# block 1

Fig. 1: block 1, routed metal per tile
Scale: 8 px per um. The die is cut into 10 by 10 equal tiles; white is low, dark blue is high, scaled to the fullest tile. Values are wire area over tile area, all layers added.
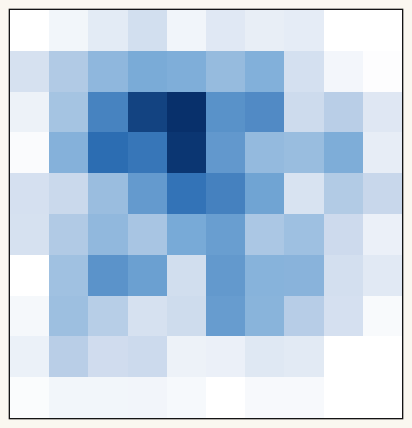
Fig. 2: block 1, track usage over the die
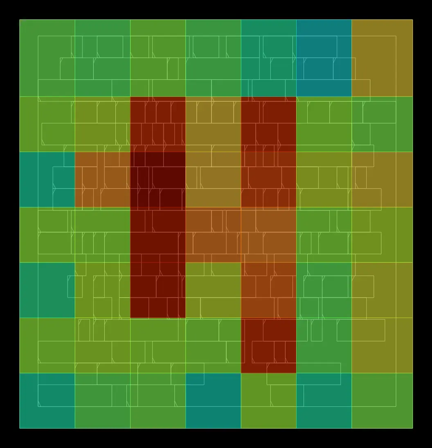
==> config.mk <==
export PLATFORM = sky130hd
export DESIGN_NAME = beep_sequencer_module_flat
export DESIGN_NICKNAME = d
export VERILOG_FILES = /design/src/rtl/beep_sequencer_module_if.sv /design/src/rtl/beep_sequencer_module.sv /design/src/flat_wrapper.sv
export SDC_FILE = /design/constraint.sdc
export NUM_CORES = 1
export LEC_CHECK = 0
export ABC_AREA = 1
export CORE_AREA = 2 2 47 49
export CTS_CLUSTER_SIZE = 16
export DETAILED_ROUTE_END_ITERATION = 6
export DIE_AREA = 0 0 49 51
export PLACE_DENSITY = 0.71
export SETUP_SLACK_MARGIN = 0.15
export SYNTH_ARGS = -nofsm -noshare
export SYNTH_HDL_FRONTEND = slang
export SYNTH_SLANG_ARGS = --single-unit
==> constraint.sdc <==
create_clock -name clk -period 1.8 [get_ports clk]
set_clock_uncertainty 0.2 [all_clocks]
set_input_delay 0.45 -clock clk [delete_from_list [all_inputs] [get_ports clk]]
set_output_delay 0.45 -clock clk [all_outputs]
set_load 0.02 [all_outputs]
==> src/rtl/beep_sequencer_module_if.sv <==
// Play-request / FIFO-write bundle between a controller, the sequencer and the beep FIFO.
// repeat_num exists only when BEEP_SEQ_REPEAT_EN is defined.
interface beep_sequencer_module_if;
  logic       play_req;
  logic [1:0] pattern_sel;
  logic       full_sig;
  logic       write_req;
  logic [7:0] fifo_write_data;
  logic       busy;
  logic       done_sig;
`ifdef BEEP_SEQ_REPEAT_EN
  logic [2:0] repeat_num;

  modport master (output play_req, pattern_sel, full_sig, repeat_num,
                  input  write_req, fifo_write_data, busy, done_sig);
  modport slave  (input  play_req, pattern_sel, full_sig, repeat_num,
                  output write_req, fifo_write_data, busy, done_sig);
`else
  modport master (output play_req, pattern_sel, full_sig,
                  input  write_req, fifo_write_data, busy, done_sig);
  modport slave  (input  play_req, pattern_sel, full_sig,
                  output write_req, fifo_write_data, busy, done_sig);
`endif
endinterface

==> src/rtl/beep_sequencer_module.sv <==
// Expands a one-cycle play request into beep command bytes; first write 2 cycles after acceptance,
// stalls indefinitely on full_sig. BEEP_SEQ_REPEAT_EN adds repeat_num (extra passes).
module beep_sequencer_module (
  input logic                    clk,
  input logic                    rst_n,
  beep_sequencer_module_if.slave bus
);
  localparam logic [7:0] SHORT_CODE = 8'h1B;
  localparam logic [7:0] LONG_CODE  = 8'h2B;

  typedef enum logic [1:0] {IDLE, LOAD, SEND, DONE} state_t;

  state_t     state;
  logic [1:0] pat;
  logic [3:0] index;
  logic [3:0] remaining;
  logic [7:0] rom_data;
  logic [3:0] pat_offset;
  logic [3:0] pat_length;
`ifdef BEEP_SEQ_REPEAT_EN
  logic [2:0] passes_left;
`endif

  // Patterns packed back to back: 0 @0 "S", 1 @1 SOS, 2 @10 "L", 3 @11 "SL"
  always_comb begin
    case (index)
      4'd0, 4'd1, 4'd2, 4'd3, 4'd7, 4'd8, 4'd9, 4'd11: rom_data = SHORT_CODE;
      4'd4, 4'd5, 4'd6, 4'd10, 4'd12:                  rom_data = LONG_CODE;
      default:                                          rom_data = 8'h00;
    endcase
  end

  always_comb begin
    case (pat)
      2'd0:    begin pat_offset = 4'd0;  pat_length = 4'd1; end
      2'd1:    begin pat_offset = 4'd1;  pat_length = 4'd9; end
      2'd2:    begin pat_offset = 4'd10; pat_length = 4'd1; end
      default: begin pat_offset = 4'd11; pat_length = 4'd2; end
    endcase
  end

  // Write gating is combinational so a byte is never pushed into a full FIFO.
  assign bus.write_req       = (state == SEND) && !bus.full_sig;
  assign bus.fifo_write_data = (state == SEND) ? rom_data : 8'h00;
  assign bus.busy            = (state != IDLE);
  assign bus.done_sig        = (state == DONE);

  always_ff @(posedge clk or negedge rst_n) begin
    if (!rst_n) begin
      state       <= IDLE;
      pat         <= 2'd0;
      index       <= 4'd0;
      remaining   <= 4'd0;
`ifdef BEEP_SEQ_REPEAT_EN
      passes_left <= 3'd0;
`endif
    end else begin
      case (state)
        IDLE: begin
          if (bus.play_req) begin
            pat         <= bus.pattern_sel;
`ifdef BEEP_SEQ_REPEAT_EN
            passes_left <= bus.repeat_num;
`endif
            state       <= LOAD;
          end
        end
        LOAD: begin
          index     <= pat_offset;
          remaining <= pat_length;
          state     <= SEND;
        end
        SEND: begin
          if (bus.write_req) begin
            index     <= index + 4'd1;
            remaining <= remaining - 4'd1;
            if (remaining == 4'd1) begin
`ifdef BEEP_SEQ_REPEAT_EN
              if (passes_left != 3'd0) begin
                passes_left <= passes_left - 3'd1;
                state       <= LOAD;
              end else begin
                state <= DONE;
              end
`else
              state <= DONE;
`endif
            end
          end
        end
        DONE: state <= IDLE;
      endcase
    end
  end
endmodule

==> src/flat_wrapper.sv <==
// flat-port wrapper written by rule: the top's interface ports become plain ports
module beep_sequencer_module_flat 
  (clk, rst_n, bus_play_req, bus_pattern_sel, bus_full_sig, bus_write_req, bus_fifo_write_data, bus_busy, bus_done_sig);
  beep_sequencer_module_if bus_i ();
  input logic clk;
  input logic rst_n;
  input wire logic [$bits(bus_i.play_req)-1:0] bus_play_req;
  input wire logic [$bits(bus_i.pattern_sel)-1:0] bus_pattern_sel;
  input wire logic [$bits(bus_i.full_sig)-1:0] bus_full_sig;
  output wire logic [$bits(bus_i.write_req)-1:0] bus_write_req;
  output wire logic [$bits(bus_i.fifo_write_data)-1:0] bus_fifo_write_data;
  output wire logic [$bits(bus_i.busy)-1:0] bus_busy;
  output wire logic [$bits(bus_i.done_sig)-1:0] bus_done_sig;
  assign bus_i.play_req = bus_play_req;
  assign bus_i.pattern_sel = bus_pattern_sel;
  assign bus_i.full_sig = bus_full_sig;
  assign bus_write_req = bus_i.write_req;
  assign bus_fifo_write_data = bus_i.fifo_write_data;
  assign bus_busy = bus_i.busy;
  assign bus_done_sig = bus_i.done_sig;
  beep_sequencer_module u_core (.clk(clk), .rst_n(rst_n), .bus(bus_i));
endmodule
==> Slide: Implementation Results <==
Key Metrics from the Run

Status
  • Status: finished with violations
  • Failing checks: setup timing

Logic synthesis
  • Registers, synthesis: 12
  • Yosys cell count: 112
  • Comb area leader: simple AND/OR/NAND/NOR gates
  • YS chip area: 947 um2
  • Dominant flop cell: dfrtp_1
  • Gate Count Post-Synth: 112
  • Netlist Area Pre-Place: 947 um2
  • Post-synth seq share: 31.7%
  • Mux share: 1.19%
  • Async set-reset flop share out of synthesis: 100%

Setup path
  • R2R cell count: 10
  • Setup crit end kind: primary output
  • WP data arrival: 1.43 ns
  • R2R Path End: u_core.remaining[1]

Route
  • Met2 wire len: 1340 um
  • Metal-1 WL: 869 um
  • Highest routed metal layer: met4

Placement
  • Area after DPL: 1200 um2

STA
  • Fmax: 480 MHz
  • Cycle use final: 116%
  • Setup violators final: 7
  • RSZ-0062 raised after global routing: true
  • Setup slack after layout: -0.283 ns

Die
  • Row cnt: 17
  • Die width: 49 um
  • # Taps: 28

Power and ir drop
  • Pwr top: combinational logic
  • Cell Pwr Density: 2050 nW/um2
  • Switching share of power: 47.4%
  • Total chip power: 3.18 mW
  • Leak Pwr: 0.719 nW

Cells and area
  • Logic inverters: 19
  • Register area: 300 um2
  • Top cell category: multi-input combinational cells
  • Data buffer area share: 23.5%
  • Buffers excl. clock: 38
  • Flop count: 12
  • Non-Filler Instances: 178

Hold path
  • Worst hold path type: in -> async

Run
  • Tool warnings: 38
  • Max-cap violation count: 0

CTS
  • CTS Hold Bufs: 0
  • CTS tree: built
  • Reg clk slew, reported paths: 0.08 ns
  • # H-tree levels: 1

Global routing
  • First-pass GRT wire length: about 3300 um
  • Largest net degree at the start of global routing: 13
Notes on Fig. 1 above:
nearly empty tiles	10%
densest ninth of the die	centre
tiles over half the peak	18%
emptiest ninth of the die	lower right

Notes on Fig. 2 above:
M1 GR Usage: 19.4%
WL/cell: 13.3 um
Final Util: 75.2%
global route hottest layer: met2
GR Util met2: 32.6%

[cells in the mapped netlist, types with 3 or more instances]
master,instances
a21oi_1,3
a21oi_2,3
buf_4,5
dfrtp_1,12
ha_1,13
inv_1,18
nand2_1,17
nand2_4,3
nand3_1,8
nor2_1,6
nor2_2,3
nor3_1,3
o21ai_0,3
o21ai_1,3
o21ai_2,3
[worst max-delay path: stages (launching register included)]
cell     delay, ns
dfrtp_1       0.41
inv_2         0.12
ha_4          0.13
inv_2         0.03
nand2_2       0.06
o21ai_4       0.07
nor3_4        0.19
buf_6         0.13

# block 2

Fig. 3: block 2, routed clock nets over the placement
Scale: 4 px per um.
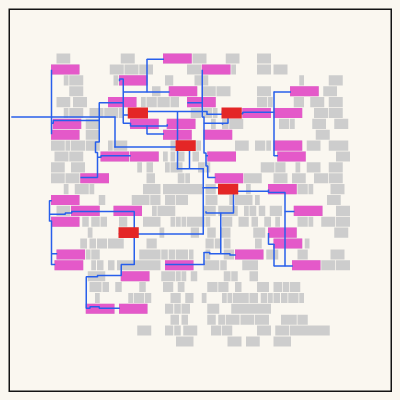
Fig. 4: block 2, routed metal per tile
Scale: 4 px per um. The die is cut into 19 by 19 equal tiles; white is low, dark blue is high, scaled to the fullest tile. Values are wire area over tile area, all layers added.
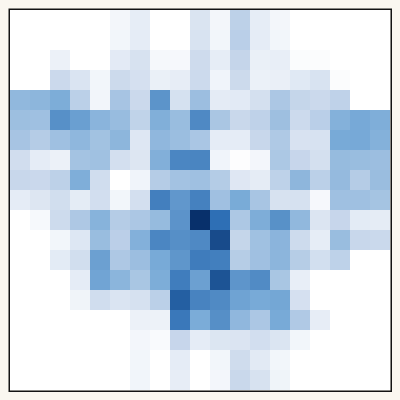
File: src/rtl/spi_xfer_arbiter.sv
// spi_xfer_arbiter: round-robin front end for a single-byte SPI master.
// Grants one requester at a time, holds the master enable across a burst of
// `len` bytes, feeds each transmit byte on the master's byte boundary and
// returns every received byte exactly once to the owner.
module spi_xfer_arbiter #(
  parameter int NREQ  = 2,
  parameter int LEN_W = 4,
  parameter int GAP   = 2
) (
  input  logic                  I_clk,
  input  logic                  I_rst,
  input  logic [NREQ-1:0]       I_req,
  input  logic [NREQ*LEN_W-1:0] I_len,
  input  logic [NREQ*8-1:0]     I_tx_data,
  output logic [NREQ-1:0]       O_grant,
  output logic [NREQ-1:0]       O_tx_ack,
  output logic [7:0]            O_rx_data,
  output logic [NREQ-1:0]       O_rx_valid,
  output logic [NREQ-1:0]       O_done,
  output logic                  O_busy,
  output logic                  O_spi_en,
  output logic [7:0]            O_spi_data,
  input  logic                  I_spi_rx_done,
  input  logic [7:0]            I_spi_data
);

  localparam int PW = (NREQ > 2) ? 2 : 1;
  localparam int GW = (GAP > 1) ? $clog2(GAP) : 1;

  typedef enum logic [1:0] {
    ST_IDLE,
    ST_XFER,
    ST_DRAIN,
    ST_GAP
  } state_t;

  state_t            state, state_nxt;
  logic [3:0]        cnt, cnt_nxt;
  logic [LEN_W-1:0]  rem, rem_nxt;
  logic [GW-1:0]     gcnt, gcnt_nxt;
  logic [PW-1:0]     ptr, ptr_nxt;
  logic              rx_done_q;
  logic              rx_rise;

  logic [NREQ-1:0]   grant_nxt, tx_ack_nxt, rx_valid_nxt, done_nxt;
  logic [7:0]        rx_data_nxt, spi_data_nxt;
  logic              busy_nxt, spi_en_nxt;

  logic [NREQ-1:0]   eligible;
  logic              found;
  logic [PW-1:0]     win;
  logic [NREQ-1:0]   win_oh;
  logic [PW-1:0]     sel_idx;
  logic [LEN_W-1:0]  len_sel;
  logic [7:0]        tx_sel;

  assign rx_rise = I_spi_rx_done & ~rx_done_q;

  // A requester may compete only while requesting with a non-zero length.
  always_comb begin
    eligible = '0;
    for (int unsigned i = 0; i < NREQ; i++) begin
      eligible[i] = I_req[i] && (I_len[i*LEN_W +: LEN_W] != '0);
    end
  end

  // Round-robin search starting one past the last owner.
  always_comb begin : arb
    int unsigned idx;
    idx    = 0;
    win    = '0;
    found  = 1'b0;
    for (int unsigned k = 1; k <= NREQ; k++) begin
      idx = (32'(ptr) + k) % NREQ;
      if (!found && eligible[idx[PW-1:0]]) begin
        found = 1'b1;
        win   = idx[PW-1:0];
      end
    end
    win_oh      = '0;
    win_oh[win] = 1'b1;
  end

  // Length/byte mux: the winner while idle, the current owner otherwise.
  always_comb begin
    sel_idx = (state == ST_IDLE) ? win : ptr;
    len_sel = '0;
    tx_sel  = '0;
    for (int unsigned i = 0; i < NREQ; i++) begin
      if (sel_idx == PW'(i)) begin
        len_sel = I_len[i*LEN_W +: LEN_W];
        tx_sel  = I_tx_data[i*8 +: 8];
      end
    end
  end

  // Next-state and next-output logic; every output is registered below.
  always_comb begin
    state_nxt    = state;
    cnt_nxt      = cnt;
    rem_nxt      = rem;
    gcnt_nxt     = gcnt;
    ptr_nxt      = ptr;
    grant_nxt    = O_grant;
    tx_ack_nxt   = '0;
    rx_valid_nxt = '0;
    rx_data_nxt  = O_rx_data;
    done_nxt     = '0;
    spi_en_nxt   = O_spi_en;
    spi_data_nxt = O_spi_data;

    // The master holds rx_done for two cycles; only its rising edge counts.
    if ((state == ST_XFER || state == ST_DRAIN) && rx_rise) begin
      rx_data_nxt  = I_spi_data;
      rx_valid_nxt = O_grant;
    end

    unique case (state)
      ST_IDLE: begin
        if (found) begin
          grant_nxt    = win_oh;
          ptr_nxt      = win;
          rem_nxt      = len_sel;
          spi_data_nxt = tx_sel;
          tx_ack_nxt   = win_oh;
          spi_en_nxt   = 1'b1;
          cnt_nxt      = '0;
          state_nxt    = ST_XFER;
        end
      end
      ST_XFER: begin
        cnt_nxt = cnt + 4'd1;
        if (cnt == 4'd15) begin
          if (rem > LEN_W'(1)) begin
            rem_nxt      = rem - LEN_W'(1);
            spi_data_nxt = tx_sel;
            tx_ack_nxt   = O_grant;
          end else begin
            spi_en_nxt = 1'b0;
            state_nxt  = ST_DRAIN;
          end
        end
      end
      ST_DRAIN: begin
        done_nxt  = O_grant;
        grant_nxt = '0;
        gcnt_nxt  = '0;
        state_nxt = ST_GAP;
      end
      ST_GAP: begin
        if (gcnt == GW'(GAP - 1)) begin
          state_nxt = ST_IDLE;
        end else begin
          gcnt_nxt = gcnt + GW'(1);
        end
      end
      default: state_nxt = ST_IDLE;
    endcase

    busy_nxt = (state_nxt != ST_IDLE);
  end

  // State and registered outputs; reset leaves the pointer so requester 0 wins first.
  always_ff @(posedge I_clk) begin
    if (I_rst) begin
      state      <= ST_IDLE;
      cnt        <= '0;
      rem        <= '0;
      gcnt       <= '0;
      ptr        <= PW'(NREQ - 1);
      rx_done_q  <= 1'b0;
      O_grant    <= '0;
      O_tx_ack   <= '0;
      O_rx_data  <= '0;
      O_rx_valid <= '0;
      O_done     <= '0;
      O_busy     <= 1'b0;
      O_spi_en   <= 1'b0;
      O_spi_data <= '0;
    end else begin
      state      <= state_nxt;
      cnt        <= cnt_nxt;
      rem        <= rem_nxt;
      gcnt       <= gcnt_nxt;
      ptr        <= ptr_nxt;
      rx_done_q  <= I_spi_rx_done;
      O_grant    <= grant_nxt;
      O_tx_ack   <= tx_ack_nxt;
      O_rx_data  <= rx_data_nxt;
      O_rx_valid <= rx_valid_nxt;
      O_done     <= done_nxt;
      O_busy     <= busy_nxt;
      O_spi_en   <= spi_en_nxt;
      O_spi_data <= spi_data_nxt;
    end
  end

endmodule
File: config.mk
export PLATFORM = sky130hd
export DESIGN_NAME = spi_xfer_arbiter
export DESIGN_NICKNAME = d
export VERILOG_FILES = /design/src/rtl/spi_xfer_arbiter.sv
export SDC_FILE = /design/constraint.sdc
export NUM_CORES = 1
export LEC_CHECK = 0
export CAP_MARGIN = 0
export CORE_MARGIN = 10
export CORE_UTILIZATION = 35
export DETAILED_ROUTE_END_ITERATION = 7
export GPL_ROUTABILITY_DRIVEN = 0
export GPL_TIMING_DRIVEN = 0
export SYNTH_ARGS = -nofsm -noshare
export SYNTH_HDL_FRONTEND = slang
export SYNTH_SLANG_ARGS = --single-unit
File: constraint.sdc
create_clock -name I_clk -period 2.4 [get_ports I_clk]
set_clock_uncertainty 0.05 [all_clocks]
set_input_delay 0.6 -clock I_clk [delete_from_list [all_inputs] [get_ports I_clk]]
set_output_delay 0.6 -clock I_clk [all_outputs]
set_load 0.05 [all_outputs]
==> Slide: Implementation Results <==
Key Metrics from the Run

Status
  • Status: complete, no violations

Logic synthesis
  • Mux share: 8.68%
  • Dominant cell area share: 39.5%
  • Post-synth EDFFs: 0
  • YS chip area: 1970 um2
  • Registers, synthesis: 39
  • Top cells, area: dfxtp_1 (40%), mux2i_1 (8.1%), nor2_1 (5.9%)
  • Synth Area in Simple Gates: 19.3%
  • Yosys cell count: 221

Cells and area
  • Area Overhead vs Synth: 45.6%
  • Largest regs: O_rx_data (8), O_spi_data (8)
  • Antenna Cells: 0

Die
  • Core Area: between 5000 and 6000 um2
  • Row cnt: 27
  • Ports: 63
  • # Taps: 72

Hold path
  • Hold-critical path depth: 2
  • Worst hold path type: reg -> reg
  • Hold worst-path end: gcnt

Power and ir drop
  • Pint: 1.83 mW
  • Comb power frac: between 50 and 60%

Route
  • Routed WL: about 5600 um

STA
  • Final slew viol count: 0
  • Cycle use final: 97.6%
  • Worst-Margin Slew: 0.558 ns

Setup path
  • R2R Setup Slk: 0.21 ns
  • Cell count along the critical path: 7
  • R2R Path End: O_busy
  • CP delay by family, top: AND-OR/OR-AND gates
  • Crit path max fanout: 8

CTS
  • Num CTS Buffers: 5
  • CTS tree: built
  • # H-tree levels: 2

Placement
  • DP Wirelength: 4330 um

Global routing
  • All-layer global routing usage: 12.5%
## Picture notes: Fig. 3
[magenta] flip-flops | count: 39
[red] clock-net drivers | count: 5
[blue] clock wires | length: 528 um
routed clock nets	6

## Picture notes: Fig. 4
densest ninth of the die	centre
nearly empty tiles	30%
emptiest ninth of the die	lower left
fullest tile	0.48

stage by stage:
step / total power, mW / instance area [um2] / instances / TNS (ns) / hold slack, ns
CTS: 3.31 / 2840 / 365 / 0 / 0.445
floorplan: 2.21 / 1970 / 221 / 0 / 0.404
detailed placement: 2.73 / 2680 / 354 / -8.60 / 0.429
global placement: 2.72 / 2680 / 354 / -8.49 / 0.417
finish: 3.31 / 2880 / 367 / 0 / 0.442
global route: 3.55 / 2880 / 367 / -0.00197 / 0.486
metal layers:
layer	track usage (%)	routed length, um
met4	3.12	80
met5	0	0
met3	5.18	517
met2	19.6	2540
met1	15.6	2460

# block 3

===== config.mk =====
export PLATFORM = sky130hd
export DESIGN_NAME = flag_reg_stack
export DESIGN_NICKNAME = d
export VERILOG_FILES = /design/src/rtl/flag_reg_stack.sv
export SDC_FILE = /design/constraint.sdc
export NUM_CORES = 1
export LEC_CHECK = 0
export ABC_AREA = 1
export CORE_MARGIN = 4
export CORE_UTILIZATION = 50
export DETAILED_ROUTE_END_ITERATION = 10
export PLACE_DENSITY = 0.78
export SLEW_MARGIN = 20
export SYNTH_ARGS = -nofsm -noshare
export SYNTH_HDL_FRONTEND = slang
export SYNTH_SLANG_ARGS = --single-unit

===== constraint.sdc =====
create_clock -name clk -period 1.71 [get_ports clk]
set_input_delay 0.171 -clock clk [delete_from_list [all_inputs] [get_ports clk]]
set_output_delay 0.171 -clock clk [all_outputs]
set_load 0.01 [all_outputs]

===== src/rtl/flag_reg_stack.sv =====
// rtl/flag_reg_stack.sv - condition-flag register with per-bit load enables and LIFO shadow stack
module flag_reg_stack #(
    parameter int WIDTH = 4,
    parameter int DEPTH = 4,
    parameter int LW    = $clog2(DEPTH + 1)
) (
    input  logic             clk,
    input  logic             rst_n,
    input  logic [WIDTH-1:0] flags_in,
    input  logic [WIDTH-1:0] we,
    input  logic             clear,
    input  logic             push,
    input  logic             pop,
    input  logic             err_clr,
    output logic [WIDTH-1:0] flags_out,
    output logic [LW-1:0]    level,
    output logic             full,
    output logic             empty,
    output logic             ovf,
    output logic             unf
);

    localparam int IW = (DEPTH > 1) ? $clog2(DEPTH) : 1;

    logic [WIDTH-1:0] stack [DEPTH];
    logic             push_ok;
    logic             pop_ok;
    logic             push_err;
    logic             pop_err;
    logic [IW-1:0]    push_idx;
    logic [IW-1:0]    top_idx;
    logic [WIDTH-1:0] flags_nxt;

    assign full  = (level == LW'(DEPTH));
    assign empty = (level == '0);

    // Simultaneous push and pop cancel each other without raising an error.
    assign push_ok  = push & ~pop & ~full;
    assign pop_ok   = pop & ~push & ~empty;
    assign push_err = push & ~pop & full;
    assign pop_err  = pop & ~push & empty;

    assign push_idx = IW'(level);
    assign top_idx  = IW'(level - 1'b1);

    always_comb begin
        flags_nxt = flags_out;
        if (clear) begin
            flags_nxt = '0;
        end else if (pop_ok) begin
            flags_nxt = stack[top_idx];
        end else begin
            for (int i = 0; i < WIDTH; i++) begin
                if (we[i]) begin
                    flags_nxt[i] = flags_in[i];
                end
            end
        end
    end

    always_ff @(posedge clk or negedge rst_n) begin
        if (!rst_n) begin
            flags_out <= '0;
            level     <= '0;
            ovf       <= 1'b0;
            unf       <= 1'b0;
        end else begin
            flags_out <= flags_nxt;
            if (push_ok) begin
                level <= level + 1'b1;
            end else if (pop_ok) begin
                level <= level - 1'b1;
            end
            // A new error in the same cycle as err_clr takes precedence.
            if (push_err) begin
                ovf <= 1'b1;
            end else if (err_clr) begin
                ovf <= 1'b0;
            end
            if (pop_err) begin
                unf <= 1'b1;
            end else if (err_clr) begin
                unf <= 1'b0;
            end
        end
    end

    // Stack storage carries no reset; entries above level are don't-care.
    always_ff @(posedge clk) begin
        if (push_ok) begin
            stack[push_idx] <= flags_out;
        end
    end

endmodule


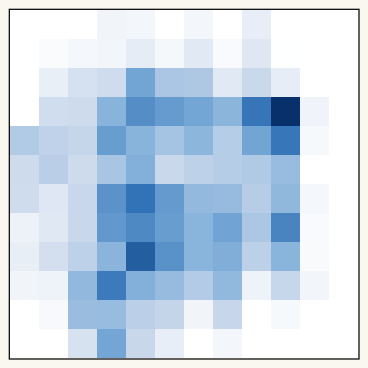
Fig. 5. Routed metal per tile (block 3).
Scale: 6 px per um. The die is cut into 12 by 12 equal tiles; white is low, dark blue is high, scaled to the fullest tile. Values are wire area over tile area, all layers added.
fullest tile	0.52
nearly empty tiles	24%
tiles over half the peak	15%
emptiest ninth of the die	lower right
all-layer global routing usage: 16.8%
vias: 964
Routed WL: 2580 um
WL/cell: 13.0 um

==> Slide: Implementation Results <==
Key Metrics from the Run

Status
  • Status: complete, no violations

STA
  • Final hold slack: 0.150 ns
  • Worst-Margin Slew: 0.439 ns
  • Setup TNS: 0 ns
  • Setup violators final: 0
  • Final slew viol count: 0

Global routing
  • Vias in the first global route: 970
  • Initial antenna violation count: 0
  • Largest net degree at the start of global routing: 14
  • Global route hottest layer: met2
  • M1 GR Usage: 19.1%
  • GR Util met2: 28.5%
  • Met3 usage: 2.00%

Die
  • Ports: 25
  • Initial Util: 54.5%
  • Die width: 58.1 um
  • Die footprint: approximately 3400 um2
  • Row cnt: 17

Setup path
  • Crit path max fanout: 3
  • CP startpoint kind: flop
  • R2R cell count: 5
  • WP data required: between 1.5 and 2 ns
  • R2R Setup Slk: 0.20 ns
  • Critical path origin: level[0]

Route
  • Metal-1 WL: between 1000 and 1500 um
  • Via density: 4.87
  • Pre-antenna DRT Iters: 4
  • Met2 wire len: 1300 um
  • Met3 routed WL: between 80 and 90 um
  • DRC viols: 0

CTS
  • # H-tree levels: 1
  • CTS tree: built
  • CTS Hold Bufs: 0
  • Clock latency (worst-skew pair): 0.31 ns
  • Postcts setup bufs: 0
  • Clock root cell: clkbuf_4
  • Clock Path Buffers: 2

Power and ir drop
  • Cell Pwr Density: around 1400 nW/um2
  • Combinational power: 1.10 mW
  • Sequential power share: 38.8%
  • Clk network pwr share: a little under an eighth
  • Total chip power: 2.22 mW
  • Sw power: 0.889 mW
  • Leak Pwr: 0.773 nW
  • Pint: 1.33 mW

Run
  • Tool warnings: 30
  • Max-cap violation count: 0

Cells and area
  • Fin area: 1580 um2
  • Share of layout cells above drive strength 1: 10.0%
  • Nets: 191
  • Max reg flops: 16
  • Filler cells: 178

Logic synthesis
  • XOR/XNOR Area Share: 0.699%
  • Syn Nets: 159
  • Registers, synthesis: 25
  • Netlist Area Pre-Place: 1250 um2
  • Synth Area in Simple Gates: 25.0%
  • Average size of a mapped cell: 9.01 um2
  • Top-count cell post-synth: nand2_1
  • Top cells, area: edfxtp_1 (38%), dfrtp_1 (18%), nand2_1 (15%)
  • Yosys cell count: 139
  • YS chip area: 1250 um2
  • Dominant cell area share: 38.4%
  • Post-synth EDFFs: 16
  • Async set-reset flop share out of synthesis: 36.0%
  • AND-OR/OR-AND share of the synthesized area: between 2 and 2.5%

Placement
  • Inst Count DP: approximately 190
  • I/O Buffers: 24
  • Gpl congestion: between 0.8 and 0.9

Hold path
  • Worst hold path type: in -> async
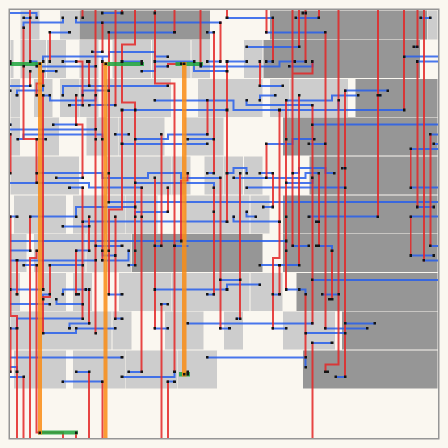
Fig. 6. Layout detail (block 3).
Region (14, 2) to (44, 32) um. Cells in grey, sequential cells in the stronger grey; small squares are vias.
colour	layer
orange	M4
blue	M1
green	M3
red	M2
sequential cells in the window	12
most frequent	nand2_1 (10), edfxtp_1 (10), clkdlybuf4s50_1 (7)
netlist names of flops here include	`stack` (10), `level` (2)
cells with their middle in the window	64

==> final cells by class <==
| cell class | count | area (um2) | share of cell area, % |
|---|---|---|---|
| Clock buffer | 4 | 26.3 | 1.66 |
| Sequential cell | 25 | 706 | 44.7 |
| Inverter | 28 | 108 | 6.81 |
| Tap cell | 28 | 35.0 | 2.22 |
| Multi-Input combinational cell | 85 | 433 | 27.4 |
| Timing Repair Buffer | 28 | 272 | 17.2 |
==> critical path: stages (launching register included) <==
cell and delay, ns:
dfrtp_1 0.44, inv_4 0.08, ha_2 0.19, ha_2 0.20, dlygate4sd2_1 0.27

# block 4

**src/rtl/pc_gen.sv**
```systemverilog
// Fetch PC generator: owns the architectural fetch PC, drives the instruction SRAM
// address and the fetch-stage handshake. Optional ERET redirect when PCGEN_ERET_EN is defined.
module pc_gen #(
    parameter logic [31:0] RESET_VEC = 32'hbfc00000,
    parameter logic [31:0] EXC_VEC   = 32'hbfc00380
) (
    input  logic        clk,
    input  logic        resetn,
    input  logic        stall,
    input  logic        Is_branch_ID,
    input  logic        Branch_taken_ID,
    input  logic [31:0] Branch_target_ID,
    input  logic        exc_req,
    input  logic        eret_req,
    input  logic [31:0] EPC,
    output logic [31:0] inst_sram_addr,
    output logic [31:0] PC_next,
    output logic        PC_AdEL,
    output logic        IRWrite,
    output logic        DSI_ID
);

    // state | meaning
    // BOOT  | first cycle after reset: issue RESET_VEC, nothing valid to latch yet
    // RUN   | normal fetch, SRAM data for pc_q is valid every cycle
    typedef enum logic {
        BOOT = 1'b0,
        RUN  = 1'b1
    } state_t;

    state_t      state_q;
    logic [31:0] pc_q;
    logic [31:0] pc_inc;
    logic [31:0] npc;
    logic [31:0] eret_target;
    logic        eret_hit;
    logic        ir_write;

`ifdef PCGEN_ERET_EN
    assign eret_hit    = eret_req;
    assign eret_target = EPC;
`else
    logic unused_eret;
    assign eret_hit    = 1'b0;
    assign eret_target = 32'd0;
    assign unused_eret = eret_req ^ (^EPC);
`endif

    // Redirects override stall: the vector word must be fetched regardless of hazards.
    always_comb begin
        pc_inc   = pc_q + 32'd4;
        npc      = pc_inc;
        ir_write = 1'b0;
        if (exc_req) begin
            npc = EXC_VEC;
        end else if (eret_hit) begin
            npc = eret_target;
        end else if (state_q == BOOT) begin
            npc = pc_inc;
        end else if (stall) begin
            npc = pc_q;
        end else if (Branch_taken_ID) begin
            npc      = Branch_target_ID;
            ir_write = 1'b1;
        end else begin
            ir_write = 1'b1;
        end
    end

    always_ff @(posedge clk or negedge resetn) begin
        if (!resetn) begin
            pc_q    <= RESET_VEC - 32'd4;
            state_q <= BOOT;
        end else begin
            pc_q    <= npc;
            state_q <= RUN;
        end
    end

    // Misaligned PCs are issued aligned; the raw bits in pc_q raise AdEL at fetch.
    assign inst_sram_addr = {npc[31:2], 2'b00};
    assign PC_next        = pc_q;
    assign PC_AdEL        = (pc_q[1:0] != 2'b00);
    assign IRWrite        = ir_write;
    assign DSI_ID         = Is_branch_ID & (state_q == RUN) & ~exc_req & ~eret_hit;

endmodule

```
**config.mk**
```make
export PLATFORM = sky130hd
export DESIGN_NAME = pc_gen
export DESIGN_NICKNAME = d
export VERILOG_FILES = /design/src/rtl/pc_gen.sv
export SDC_FILE = /design/constraint.sdc
export NUM_CORES = 1
export LEC_CHECK = 0
export ABC_CLOCK_PERIOD_IN_PS = 3490
export CORE_ASPECT_RATIO = 1.1
export CORE_UTILIZATION = 40
export CTS_CLUSTER_DIAMETER = 40
export DETAILED_ROUTE_END_ITERATION = 7
export DONT_BUFFER_PORTS = 1
export GPL_ROUTABILITY_DRIVEN = 0
export SLEW_MARGIN = 10
export SYNTH_ARGS = -nofsm -noshare
export SYNTH_HDL_FRONTEND = slang
export SYNTH_SLANG_ARGS = --single-unit
```
**constraint.sdc**
```tcl
create_clock -name clk -period 3.49 [get_ports clk]
set_input_delay 0.698 -clock clk [delete_from_list [all_inputs] [get_ports clk]]
set_output_delay 0.698 -clock clk [all_outputs]
set_load 0.01 [all_outputs]
```
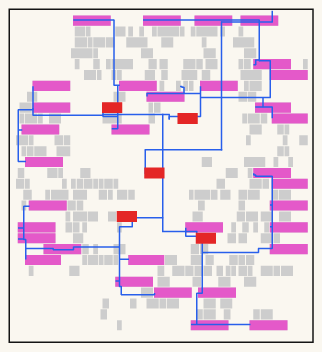
Fig. 7. Routed clock nets over the placement (block 4).
Scale: 4 px per um.
[magenta] flip-flops | count: 33
[blue] clock wires | length: 507 um
[red] clock-net drivers | count: 5
flops lie	spread over the die
routed clock nets	6
Clk network pwr share: 34.0%
skew final: 0.00898 ns
clock latency (worst-skew pair): 0.28 ns
Clock group: 0.300 mW

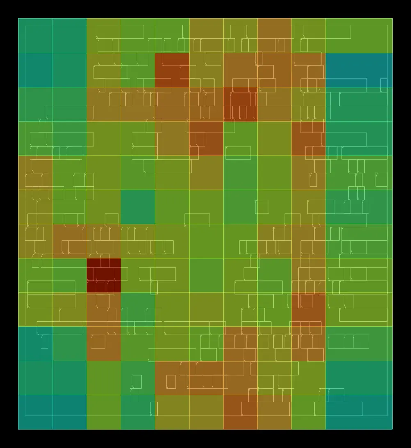
Fig. 8. Track usage over the die (block 4).
global route hottest layer: met2
all-layer global routing usage: 20.7%
WL/cell: 19.7 um

==> Slide: Implementation Results <==
Key Metrics from the Run

Cells and area
  • Area Overhead vs Synth: -3.15%
  • Nets: ~310

Placement
  • Inst Count DP: 307
  • Area after DPL: 2210 um2

Logic synthesis
  • Average size of a mapped cell: slightly below 9 um2
  • Registers, synthesis: 33
  • Top cells, area: dfstp_2 (31%), buf_4 (12%), xor2_1 (7.0%)
  • YS chip area: 2380 um2
  • Post-synth top area cell: dfstp_2
  • Mux share: 0%

Route
  • Metal-1 WL: 2490 um

STA
  • Fmax: 309 MHz
  • Setup slack after layout: 0.252 ns

Setup path
  • R2R cell count: 6
  • Critical path origin: PC_next[3]
  • R2R Setup Slk: between 1 and 1.5 ns
  • Cell count along the critical path: 7
  • WP data required: 2.79 ns
  • WP data arrival: 2.54 ns

Die
  • Core Area: 5770 um2

Status
  • Status: complete, no violations
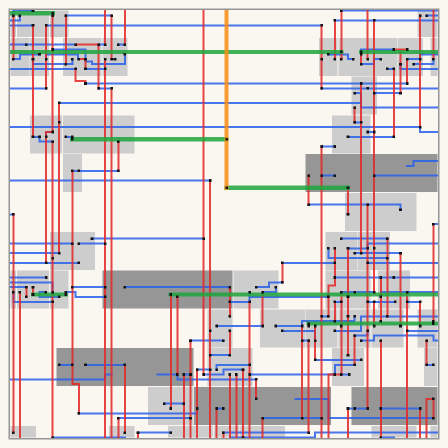
Fig. 9. Layout detail (block 4).
Region (23, 10) to (53, 40) um. Cells in grey, sequential cells in the stronger grey; small squares are vias.
colour	layer
blue	M1
orange	M4
green	M3
red	M2
netlist names of flops here include	`PC_next` (5)
sequential cells in the window	5
most frequent	nand4_1 (5), dfstp_2 (4), xor2_1 (3)
cells with their middle in the window	38

==> how the worst min path moves through the flow <==
stage,from,endpoint,depth (start not counted)
floorplan,resetn,PC_next[0],0
global placement,resetn,PC_next[30],0
detailed placement,resetn,PC_next[30],0
CTS,resetn,PC_next[0],0
global route,resetn,PC_next[0],0
finish,resetn,PC_next[0],0
==> sequential cells by signal, summed over array words and instances (netlist names) <==
name / cells
PC_next: 32
state_q: 1

# block 5

Fig. 10: block 5, layout detail
Region (15, 3) to (45, 33) um. Cells in grey, sequential cells in the stronger grey; small squares are vias.
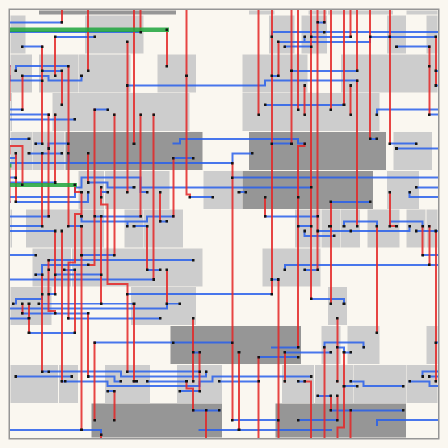
Fig. 11: block 5, routed metal per tile
Scale: 6 px per um. The die is cut into 12 by 12 equal tiles; white is low, dark blue is high, scaled to the fullest tile. Values are wire area over tile area, all layers added.
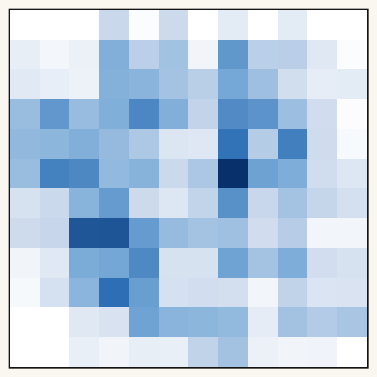
[src/rtl/bus_fairness_monitor_pkg.sv]
// Shared types, defaults and width helpers for the bus fairness/liveness monitor.
package bus_fairness_pkg;

    localparam int DEF_MAX_CMD_STALL   = 4;
    localparam int DEF_MAX_RSP_WAIT    = 4;
    localparam int DEF_MAX_OUTSTANDING = 2;

    typedef struct packed {
        logic drop;
        logic unexp;
        logic ovf;
    } err_flags_t;

    // Width needed to hold the larger of two limits (the value itself must fit).
    function automatic int clog2_max(input int a, input int b);
        int m;
        m = (a > b) ? a : b;
        return $clog2(m + 1);
    endfunction

endpackage

[src/rtl/bus_fairness_monitor_if.sv]
// Per-channel command/response handshake bundle observed by the fairness monitor.
interface bus_fairness_monitor_if #(
    parameter int NUM_CH = 2
);
    import bus_fairness_pkg::*;

    logic [NUM_CH-1:0] cmd_valid;
    logic [NUM_CH-1:0] cmd_ready;
    logic [NUM_CH-1:0] cmd_wr;
    logic [NUM_CH-1:0] rsp_valid;

    modport master (
        output cmd_valid,
        output cmd_ready,
        output cmd_wr,
        output rsp_valid
    );

    modport slave (
        input cmd_valid,
        input cmd_ready,
        input cmd_wr,
        input rsp_valid
    );

endinterface

[src/rtl/bus_fairness_monitor_channel.sv]
// Single-channel stall/wait counters, owed-response tracking and sticky protocol flags.
module bus_fairness_channel
    import bus_fairness_pkg::*;
#(
    parameter int MAX_CMD_STALL   = DEF_MAX_CMD_STALL,
    parameter int MAX_RSP_WAIT    = DEF_MAX_RSP_WAIT,
    parameter int MAX_OUTSTANDING = DEF_MAX_OUTSTANDING,
    parameter bit RSP_ON_WRITE    = 1'b0,
    parameter int CNT_W           = clog2_max(MAX_CMD_STALL, MAX_RSP_WAIT),
    parameter int OUT_W           = $clog2(MAX_OUTSTANDING + 1)
) (
    input  logic             clock,
    input  logic             reset_n,
    input  logic             en,
    input  logic             cmdValid,
    input  logic             cmdReady,
    input  logic             cmdWr,
    input  logic             rspValid,
    output logic [CNT_W-1:0] stallCnt,
    output logic [CNT_W-1:0] waitCnt,
    output logic [OUT_W-1:0] outCnt,
    output err_flags_t       errFlags,
    output logic             withinLimits
);

    localparam logic [CNT_W-1:0] CNT_SAT   = '1;
    localparam logic [CNT_W-1:0] STALL_LIM = CNT_W'(MAX_CMD_STALL);
    localparam logic [CNT_W-1:0] WAIT_LIM  = CNT_W'(MAX_RSP_WAIT);
    localparam logic [OUT_W-1:0] OUT_MAX   = OUT_W'(MAX_OUTSTANDING);

    logic [CNT_W-1:0] stallCntReg, stallCntNext;
    logic [CNT_W-1:0] waitCntReg,  waitCntNext;
    logic [OUT_W-1:0] outCntReg,   outCntNext;
    err_flags_t       errReg,      errNext;
    logic             prevStallReg, prevStallNext;

    logic accepted;
    logic owes;
    logic stalled;

    always_ff @(posedge clock or negedge reset_n) begin
        if (!reset_n) begin
            stallCntReg  <= '0;
            waitCntReg   <= '0;
            outCntReg    <= '0;
            errReg       <= '0;
            prevStallReg <= 1'b0;
        end else if (en) begin
            stallCntReg  <= stallCntNext;
            waitCntReg   <= waitCntNext;
            outCntReg    <= outCntNext;
            errReg       <= errNext;
            prevStallReg <= prevStallNext;
        end
    end

    always_comb begin
        accepted      = cmdValid & cmdReady;
        owes          = accepted & (~cmdWr | RSP_ON_WRITE);
        stalled       = cmdValid & ~cmdReady;

        stallCntNext  = '0;
        waitCntNext   = '0;
        outCntNext    = outCntReg;
        errNext       = errReg;
        prevStallNext = stalled;

        if (stalled) begin
            stallCntNext = (stallCntReg == CNT_SAT) ? stallCntReg : stallCntReg + 1'b1;
        end

        // A same-cycle accept and response cancel out: the response retires the oldest entry.
        case ({owes, rspValid})
            2'b10: begin
                if (outCntReg == OUT_MAX) begin
                    errNext.ovf = 1'b1;
                end else begin
                    outCntNext = outCntReg + 1'b1;
                end
            end
            2'b01: begin
                if (outCntReg == '0) begin
                    errNext.unexp = 1'b1;
                end else begin
                    outCntNext = outCntReg - 1'b1;
                end
            end
            default: begin
            end
        endcase

        // Measures the gap since the last response, restarting on every beat.
        if ((outCntNext != '0) && !rspValid) begin
            waitCntNext = (waitCntReg == CNT_SAT) ? waitCntReg : waitCntReg + 1'b1;
        end

        if (prevStallReg && !cmdValid) begin
            errNext.drop = 1'b1;
        end
    end

    assign stallCnt     = stallCntReg;
    assign waitCnt      = waitCntReg;
    assign outCnt       = outCntReg;
    assign errFlags     = errReg;
    assign withinLimits = (stallCntReg < STALL_LIM) && (waitCntReg < WAIT_LIM);

endmodule

[src/rtl/bus_fairness_monitor.sv]
// NUM_CH-channel bus fairness/liveness monitor; fair feeds a prover restrict/assume.
module bus_fairness_monitor
    import bus_fairness_pkg::*;
#(
    parameter int                NUM_CH          = 2,
    parameter int                MAX_CMD_STALL   = DEF_MAX_CMD_STALL,
    parameter int                MAX_RSP_WAIT    = DEF_MAX_RSP_WAIT,
    parameter int                MAX_OUTSTANDING = DEF_MAX_OUTSTANDING,
    parameter logic [NUM_CH-1:0] RSP_ON_WRITE    = '0,
    parameter int                CNT_W           = clog2_max(MAX_CMD_STALL, MAX_RSP_WAIT),
    parameter int                OUT_W           = $clog2(MAX_OUTSTANDING + 1)
) (
    input  logic                    clock,
    input  logic                    reset_n,
    input  logic                    en,
    input  logic                    trap,
    bus_fairness_monitor_if.slave   bus,
    output logic                    fair,
    output logic [NUM_CH*CNT_W-1:0] cmd_stall_cnt,
    output logic [NUM_CH*CNT_W-1:0] rsp_wait_cnt,
    output logic [NUM_CH*OUT_W-1:0] outstanding,
    output logic [NUM_CH-1:0]       err_drop,
    output logic [NUM_CH-1:0]       err_unexp,
    output logic [NUM_CH-1:0]       err_ovf
);

    logic [NUM_CH-1:0] withinLimits;

    generate
        for (genvar gi = 0; gi < NUM_CH; gi++) begin : gChannel
            err_flags_t chErr;

            bus_fairness_channel #(
                .MAX_CMD_STALL   (MAX_CMD_STALL),
                .MAX_RSP_WAIT    (MAX_RSP_WAIT),
                .MAX_OUTSTANDING (MAX_OUTSTANDING),
                .RSP_ON_WRITE    (RSP_ON_WRITE[gi]),
                .CNT_W           (CNT_W),
                .OUT_W           (OUT_W)
            ) uChannel (
                .clock        (clock),
                .reset_n      (reset_n),
                .en           (en),
                .cmdValid     (bus.cmd_valid[gi]),
                .cmdReady     (bus.cmd_ready[gi]),
                .cmdWr        (bus.cmd_wr[gi]),
                .rspValid     (bus.rsp_valid[gi]),
                .stallCnt     (cmd_stall_cnt[gi*CNT_W +: CNT_W]),
                .waitCnt      (rsp_wait_cnt[gi*CNT_W +: CNT_W]),
                .outCnt       (outstanding[gi*OUT_W +: OUT_W]),
                .errFlags     (chErr),
                .withinLimits (withinLimits[gi])
            );

            assign err_drop[gi]  = chErr.drop;
            assign err_unexp[gi] = chErr.unexp;
            assign err_ovf[gi]   = chErr.ovf;
        end
    endgenerate

    // Trap overrides immediately; the limit checks come straight from registered counts.
    assign fair = ~trap & (&withinLimits);

endmodule

[src/flat_wrapper.sv]
// flat-port wrapper written by rule: the top's interface ports become plain ports
module bus_fairness_monitor_flat import bus_fairness_pkg::*;
#(
    parameter int                NUM_CH          = 2,
    parameter int                MAX_CMD_STALL   = DEF_MAX_CMD_STALL,
    parameter int                MAX_RSP_WAIT    = DEF_MAX_RSP_WAIT,
    parameter int                MAX_OUTSTANDING = DEF_MAX_OUTSTANDING,
    parameter logic [NUM_CH-1:0] RSP_ON_WRITE    = '0,
    parameter int                CNT_W           = clog2_max(MAX_CMD_STALL, MAX_RSP_WAIT),
    parameter int                OUT_W           = $clog2(MAX_OUTSTANDING + 1)
)
  (clock, reset_n, en, trap, fair, cmd_stall_cnt, rsp_wait_cnt, outstanding, err_drop, err_unexp, err_ovf, bus_cmd_valid, bus_cmd_ready, bus_cmd_wr, bus_rsp_valid);
  bus_fairness_monitor_if #(.NUM_CH(NUM_CH)) bus_i ();
  input  logic clock;
  input  logic reset_n;
  input  logic en;
  input  logic trap;
  output logic fair;
  output logic [NUM_CH*CNT_W-1:0] cmd_stall_cnt;
  output logic [NUM_CH*CNT_W-1:0] rsp_wait_cnt;
  output logic [NUM_CH*OUT_W-1:0] outstanding;
  output logic [NUM_CH-1:0] err_drop;
  output logic [NUM_CH-1:0] err_unexp;
  output logic [NUM_CH-1:0] err_ovf;
  input wire logic [$bits(bus_i.cmd_valid)-1:0] bus_cmd_valid;
  input wire logic [$bits(bus_i.cmd_ready)-1:0] bus_cmd_ready;
  input wire logic [$bits(bus_i.cmd_wr)-1:0] bus_cmd_wr;
  input wire logic [$bits(bus_i.rsp_valid)-1:0] bus_rsp_valid;
  assign bus_i.cmd_valid = bus_cmd_valid;
  assign bus_i.cmd_ready = bus_cmd_ready;
  assign bus_i.cmd_wr = bus_cmd_wr;
  assign bus_i.rsp_valid = bus_rsp_valid;
  bus_fairness_monitor #(.NUM_CH(NUM_CH), .MAX_CMD_STALL(MAX_CMD_STALL), .MAX_RSP_WAIT(MAX_RSP_WAIT), .MAX_OUTSTANDING(MAX_OUTSTANDING), .RSP_ON_WRITE(RSP_ON_WRITE), .CNT_W(CNT_W), .OUT_W(OUT_W)) u_core (.clock(clock), .reset_n(reset_n), .en(en), .trap(trap), .bus(bus_i), .fair(fair), .cmd_stall_cnt(cmd_stall_cnt), .rsp_wait_cnt(rsp_wait_cnt), .outstanding(outstanding), .err_drop(err_drop), .err_unexp(err_unexp), .err_ovf(err_ovf));
endmodule
[config.mk]
export PLATFORM = sky130hd
export DESIGN_NAME = bus_fairness_monitor_flat
export DESIGN_NICKNAME = d
export VERILOG_FILES = /design/src/rtl/bus_fairness_monitor_pkg.sv /design/src/rtl/bus_fairness_monitor_if.sv /design/src/rtl/bus_fairness_monitor_channel.sv /design/src/rtl/bus_fairness_monitor.sv /design/src/flat_wrapper.sv
export SDC_FILE = /design/constraint.sdc
export NUM_CORES = 1
export LEC_CHECK = 0
export CAP_MARGIN = 20
export CORE_MARGIN = 2
export CORE_UTILIZATION = 45
export DETAILED_ROUTE_END_ITERATION = 12
export DONT_BUFFER_PORTS = 1
export GPL_ROUTABILITY_DRIVEN = 0
export GPL_TIMING_DRIVEN = 0
export PLACE_DENSITY_LB_ADDON = 0.05
export SETUP_SLACK_MARGIN = 0.15
export SYNTH_ARGS = -nofsm -noshare
export SYNTH_HDL_FRONTEND = slang
export SYNTH_SLANG_ARGS = --single-unit
[constraint.sdc]
create_clock -name clock -period 1.47 [get_ports clock]
set_input_delay 0.147 -clock clock [delete_from_list [all_inputs] [get_ports clock]]
set_output_delay 0.147 -clock clock [all_outputs]
set_load 0.02 [all_outputs]
==> Slide: Implementation Results <==
Key Metrics from the Run

Route
  • Initial DRC Count: 31
  • Routed WL: 2850 um
  • Met2 wire len: 1440 um
  • WL/cell: 16.5 um
  • DRC viols: 0

CTS
  • Postcts setup bufs: 4
  • CTS Hold Bufs: 5
  • # H-tree levels: 1
  • Clock root cell: clkbuf_4
  • CTS tree: built

Logic synthesis
  • AND-OR/OR-AND share of the synthesized area: 20.8%
  • Mux share: 2.71%
  • Post-synth EDFFs: 0
  • Netlist Area Pre-Place: 1390 um2
  • Average size of a mapped cell: between 10 and 15 um2
  • Post-synth top area cell: dfrtp_1
  • YS chip area: 1390 um2
  • Post-synth seq share: 43.3%
  • Synth Area in Simple Gates: 11.1%
  • Top-count cell post-synth: dfrtp_1
  • Synth cell types: 31

STA
  • Setup violators final: 8
  • Cycle use final: 117%
  • Setup slack after layout: -0.243 ns
  • Skew final: 0.00121 ns
  • Final critical-path required period: 1.71 ns
  • Final hold slack: 0.0511 ns

Setup path
  • R2R cell count: 6
  • CP startpoint kind: flop
  • R2R Path End: u_core.gChannel[1].uChannel.waitCnt[0]
  • Cell Chain, Critical Path: inv_4, ha_2, a221o_1, nand3_1, o211ai_1, mux2_2
  • Worst Setup EP: u_core.gChannel[1].uChannel.waitCnt[0]
  • CP delay by family, top: flip-flops
  • Buf/Inv on CP: 1
  • Worst reg2reg startpoint: u_core.gChannel[1].uChannel.outCnt[0]

Power and ir drop
  • Seq. pwr: 0.890 mW
  • Clock group: around 0.28 mW
  • Comb power frac: 25.8%
  • Sequential power share: 56.4%
  • Sw power: approximately 0.53 mW

Run
  • Max-cap violation count: 0

Global routing
  • Gr ovfl total: 0
  • Global route hottest layer: met2
  • GR Util met2: 30.0%

Status
  • Status: finished with violations
  • Failing checks: setup timing

Die
  • Core Area: ~3000 um2
  • Ports: 35
  • Die height: 59.5 um
  • Die footprint: 3540 um2

Cells and area
  • Register area: 617 um2
  • Most frequently placed logic cells in the final layout: dfrtp_2 (13), dfrtp_1 (11), ha_4 (9)
  • Area Overhead vs Synth: 27.1%
  • Dominant logic cell type in the layout: dfrtp_2
  • Filler cells: 253

Hold path
  • Hold worst-path end: u_core.gChannel[0].uChannel.stallCnt[0]

Placement
  • Post-Place Worst Slack: -0.233 ns
## Picture notes: Fig. 10
colour	layer
green	M3
red	M2
blue	M1
sequential cells in the window	6
cells with their middle in the window	48
most frequent	o21ai_0 (4), dfrtp_1 (4)
netlist names of flops here include	`u_core.gChannel.uChannel.errFlags` (3), `u_core.gChannel.uChannel.outCnt` (2)

## Picture notes: Fig. 11
densest ninth of the die	middle left
fullest tile	0.43
nearly empty tiles	10%
tiles over half the peak	16%

-- sequential cells by signal (all words and copies together), names as in the netlist --
name,count
u_core.gChannel.uChannel.prevStallReg,2
u_core.gChannel.uChannel.stallCnt,6
u_core.gChannel.uChannel.waitCnt,6
u_core.gChannel.uChannel.errFlags,6
u_core.gChannel.uChannel.outCnt,4
-- area by class of cell --
type | instances | share of cell area (%)
inverter | 12 | 2.84
buffer | 2 | 0.568
timing repair buffer | 11 | 6.18
multi-input combinational | 88 | 51.8
sequential | 24 | 35.0
tap | 33 | 2.34
clock buffer | 3 | 1.28

# block 6

Fig. 12: block 6, routed clock nets over the placement
Scale: 6 px per um.
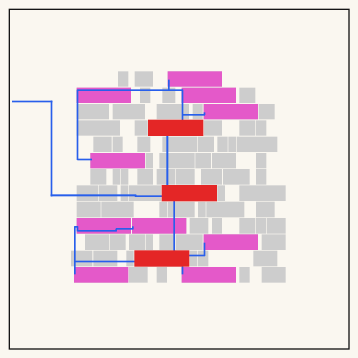
`config.mk`:
```
export PLATFORM = sky130hd
export DESIGN_NAME = down_counter_4bit
export DESIGN_NICKNAME = d
export VERILOG_FILES = /design/src/rtl/down_counter_4bit.sv
export SDC_FILE = /design/constraint.sdc
export NUM_CORES = 1
export LEC_CHECK = 0
export CAP_MARGIN = 25
export CORE_MARGIN = 10
export CORE_UTILIZATION = 45
export CTS_BUF_LIST = sky130_fd_sc_hd__clkbuf_16
export DETAILED_ROUTE_END_ITERATION = 8
export GPL_TIMING_DRIVEN = 0
export PLACE_DENSITY_LB_ADDON = 0.1
export SYNTH_ARGS = -nofsm -noshare
export SYNTH_HDL_FRONTEND = slang
export SYNTH_SLANG_ARGS = --single-unit
```
`constraint.sdc`:
```
create_clock -name clk -period 2 [get_ports clk]
set_clock_uncertainty 0.15 [all_clocks]
set_input_delay 0.6 -clock clk [delete_from_list [all_inputs] [get_ports clk]]
set_output_delay 0.6 -clock clk [all_outputs]
set_load 0.01 [all_outputs]
```
`src/rtl/down_counter_4bit.sv`:
```
// Loadable down-counter/timer with one-shot or auto-reload terminal-count behaviour.
// Latency: state updates on the falling edge of clk; first decrement on the edge after start.
// Backpressure: none; t gates decrementing, and load > abort > start > t each edge.
module down_counter_4bit #(
    parameter int WIDTH = 4
) (
    input  logic             clk,
    input  logic             rst_n,
    input  logic             load,
    input  logic [WIDTH-1:0] load_val,
    input  logic             start,
    input  logic             abort,
    input  logic             t,
    input  logic             auto_reload,
    output logic [WIDTH-1:0] q,
    output logic             tc,
    output logic             busy
);

    localparam logic ST_IDLE = 1'b0;
    localparam logic ST_RUN  = 1'b1;

    generate
        if (WIDTH < 2) begin : g_width_check
            $error("down_counter_4bit: WIDTH must be at least 2");
        end
    endgenerate

    logic             state;
    logic [WIDTH-1:0] preset;

    always_ff @(negedge clk or negedge rst_n) begin
        if (!rst_n) begin
            state  <= ST_IDLE;
            q      <= '0;
            preset <= '0;
            tc     <= 1'b0;
        end else begin
            tc <= 1'b0;
            if (load) begin
                q      <= load_val;
                preset <= load_val;
                state  <= ST_IDLE;
            end else if (state == ST_RUN) begin
                if (abort) begin
                    state <= ST_IDLE;
                end else if (t) begin
                    if (q == WIDTH'(1)) begin
                        tc <= 1'b1;
                        // auto_reload only matters here, so changing it mid-run is harmless
                        if (auto_reload && (preset != '0)) begin
                            q <= preset;
                        end else begin
                            q     <= '0;
                            state <= ST_IDLE;
                        end
                    end else if (q != '0) begin
                        q <= q - WIDTH'(1);
                    end
                end
            end else if (start && (q != '0)) begin
                state <= ST_RUN;
            end
        end
    end

    assign busy = state;

endmodule
```
==> Slide: Implementation Results <==
Key Metrics from the Run

Status
  • Status: finished with violations
  • Failing checks: setup timing

CTS
  • Num CTS Buffers: 3
  • Post_cts resized: 65
  • CTS tree: built

Logic synthesis
  • Average size of a mapped cell: 10.1 um2
  • Syn Nets: 73
  • Synth Area in Adders: 6.30%
  • Top cells by count, synth: dfrtn_1 (10), a21oi_1 (5), nand2_1 (5), nor2_1 (5)
  • Synth Area in Simple Gates: 19.1%

Setup path
  • Cell Chain, Critical Path: buf_2
  • Crit path kind: reg -> out
  • Slowest stage delay, CP: 0.42 ns
  • Critical path origin: q[1]
  • Worst reg2reg startpoint: q[1]

Die
  • Die height: 56.4 um
  • Initial Util: 46.9%
  • Ports: 17
  • Die footprint: 3180 um2

Global routing
  • Largest net degree at the start of global routing: 11
  • M1 GR Usage: 11.9%

STA
  • Final slew viol count: 0
  • Final hold vios: 0
  • Setup slack after layout: -0.576 ns
  • Max-slew headroom: approximately 69%
  • Setup violators final: 14

Placement
  • DP Wirelength: 1020 um
  • Inst Count DP: roughly 90
  • Area after DPL: 801 um2
  • Gpl congestion: 0.761

Power and ir drop
  • Leak Pwr: 0.435 nW

Route
  • Vias: 567
  • Met3 routed WL: 124 um

Cells and area
  • Flop count: 10
  • Logic area: 410 um2
## Picture notes: Fig. 12
[magenta] flip-flops | count: 10
[blue] clock wires | length: 167 um
[red] clock-net drivers | count: 3
routed clock nets	4

## cell usage in the layout (no fill, tap or decap), types with 3 or more instances in the layout
| master | count |
|---|---|
| inv_1 | 4 |
| clkbuf_16 | 3 |
| dfrtn_1 | 10 |
| buf_2 | 10 |
| o21ai_2 | 3 |
| nand2_1 | 3 |
| buf_6 | 3 |
| buf_4 | 6 |
| a21oi_2 | 3 |
| ha_1 | 3 |
| nor2_1 | 5 |
## power by group
group	internal (mW)	total [mW]	switching, mW
logic	0.0865	0.175	0.0881
clock network	0.259	0.345	0.0859
registers	0.223	0.237	0.0131
total	0.568	0.756	0.187


==> screenshots <==
Routed clock nets over the placement.
picture 1
Scale: 8 px per um.
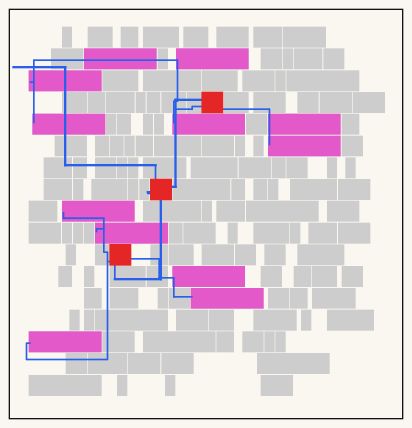
picture 2
Scale: 6 px per um.
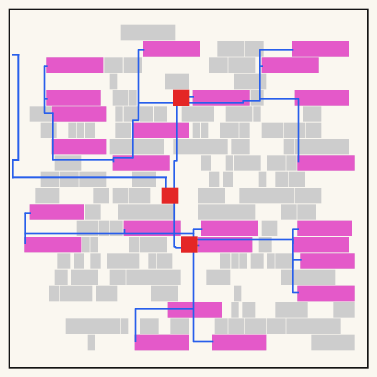
picture 3
Scale: 6 px per um.
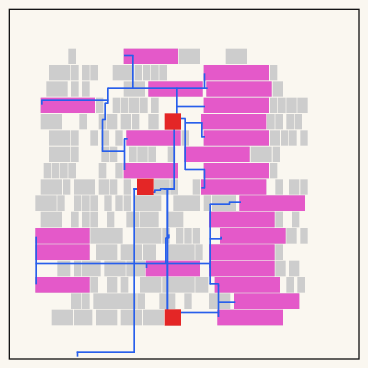
picture 3: block 3
picture 1: block 1
picture 2: block 5
Of these, fewest sequential cells: picture 1

Power and IR drop assume default switching activity.
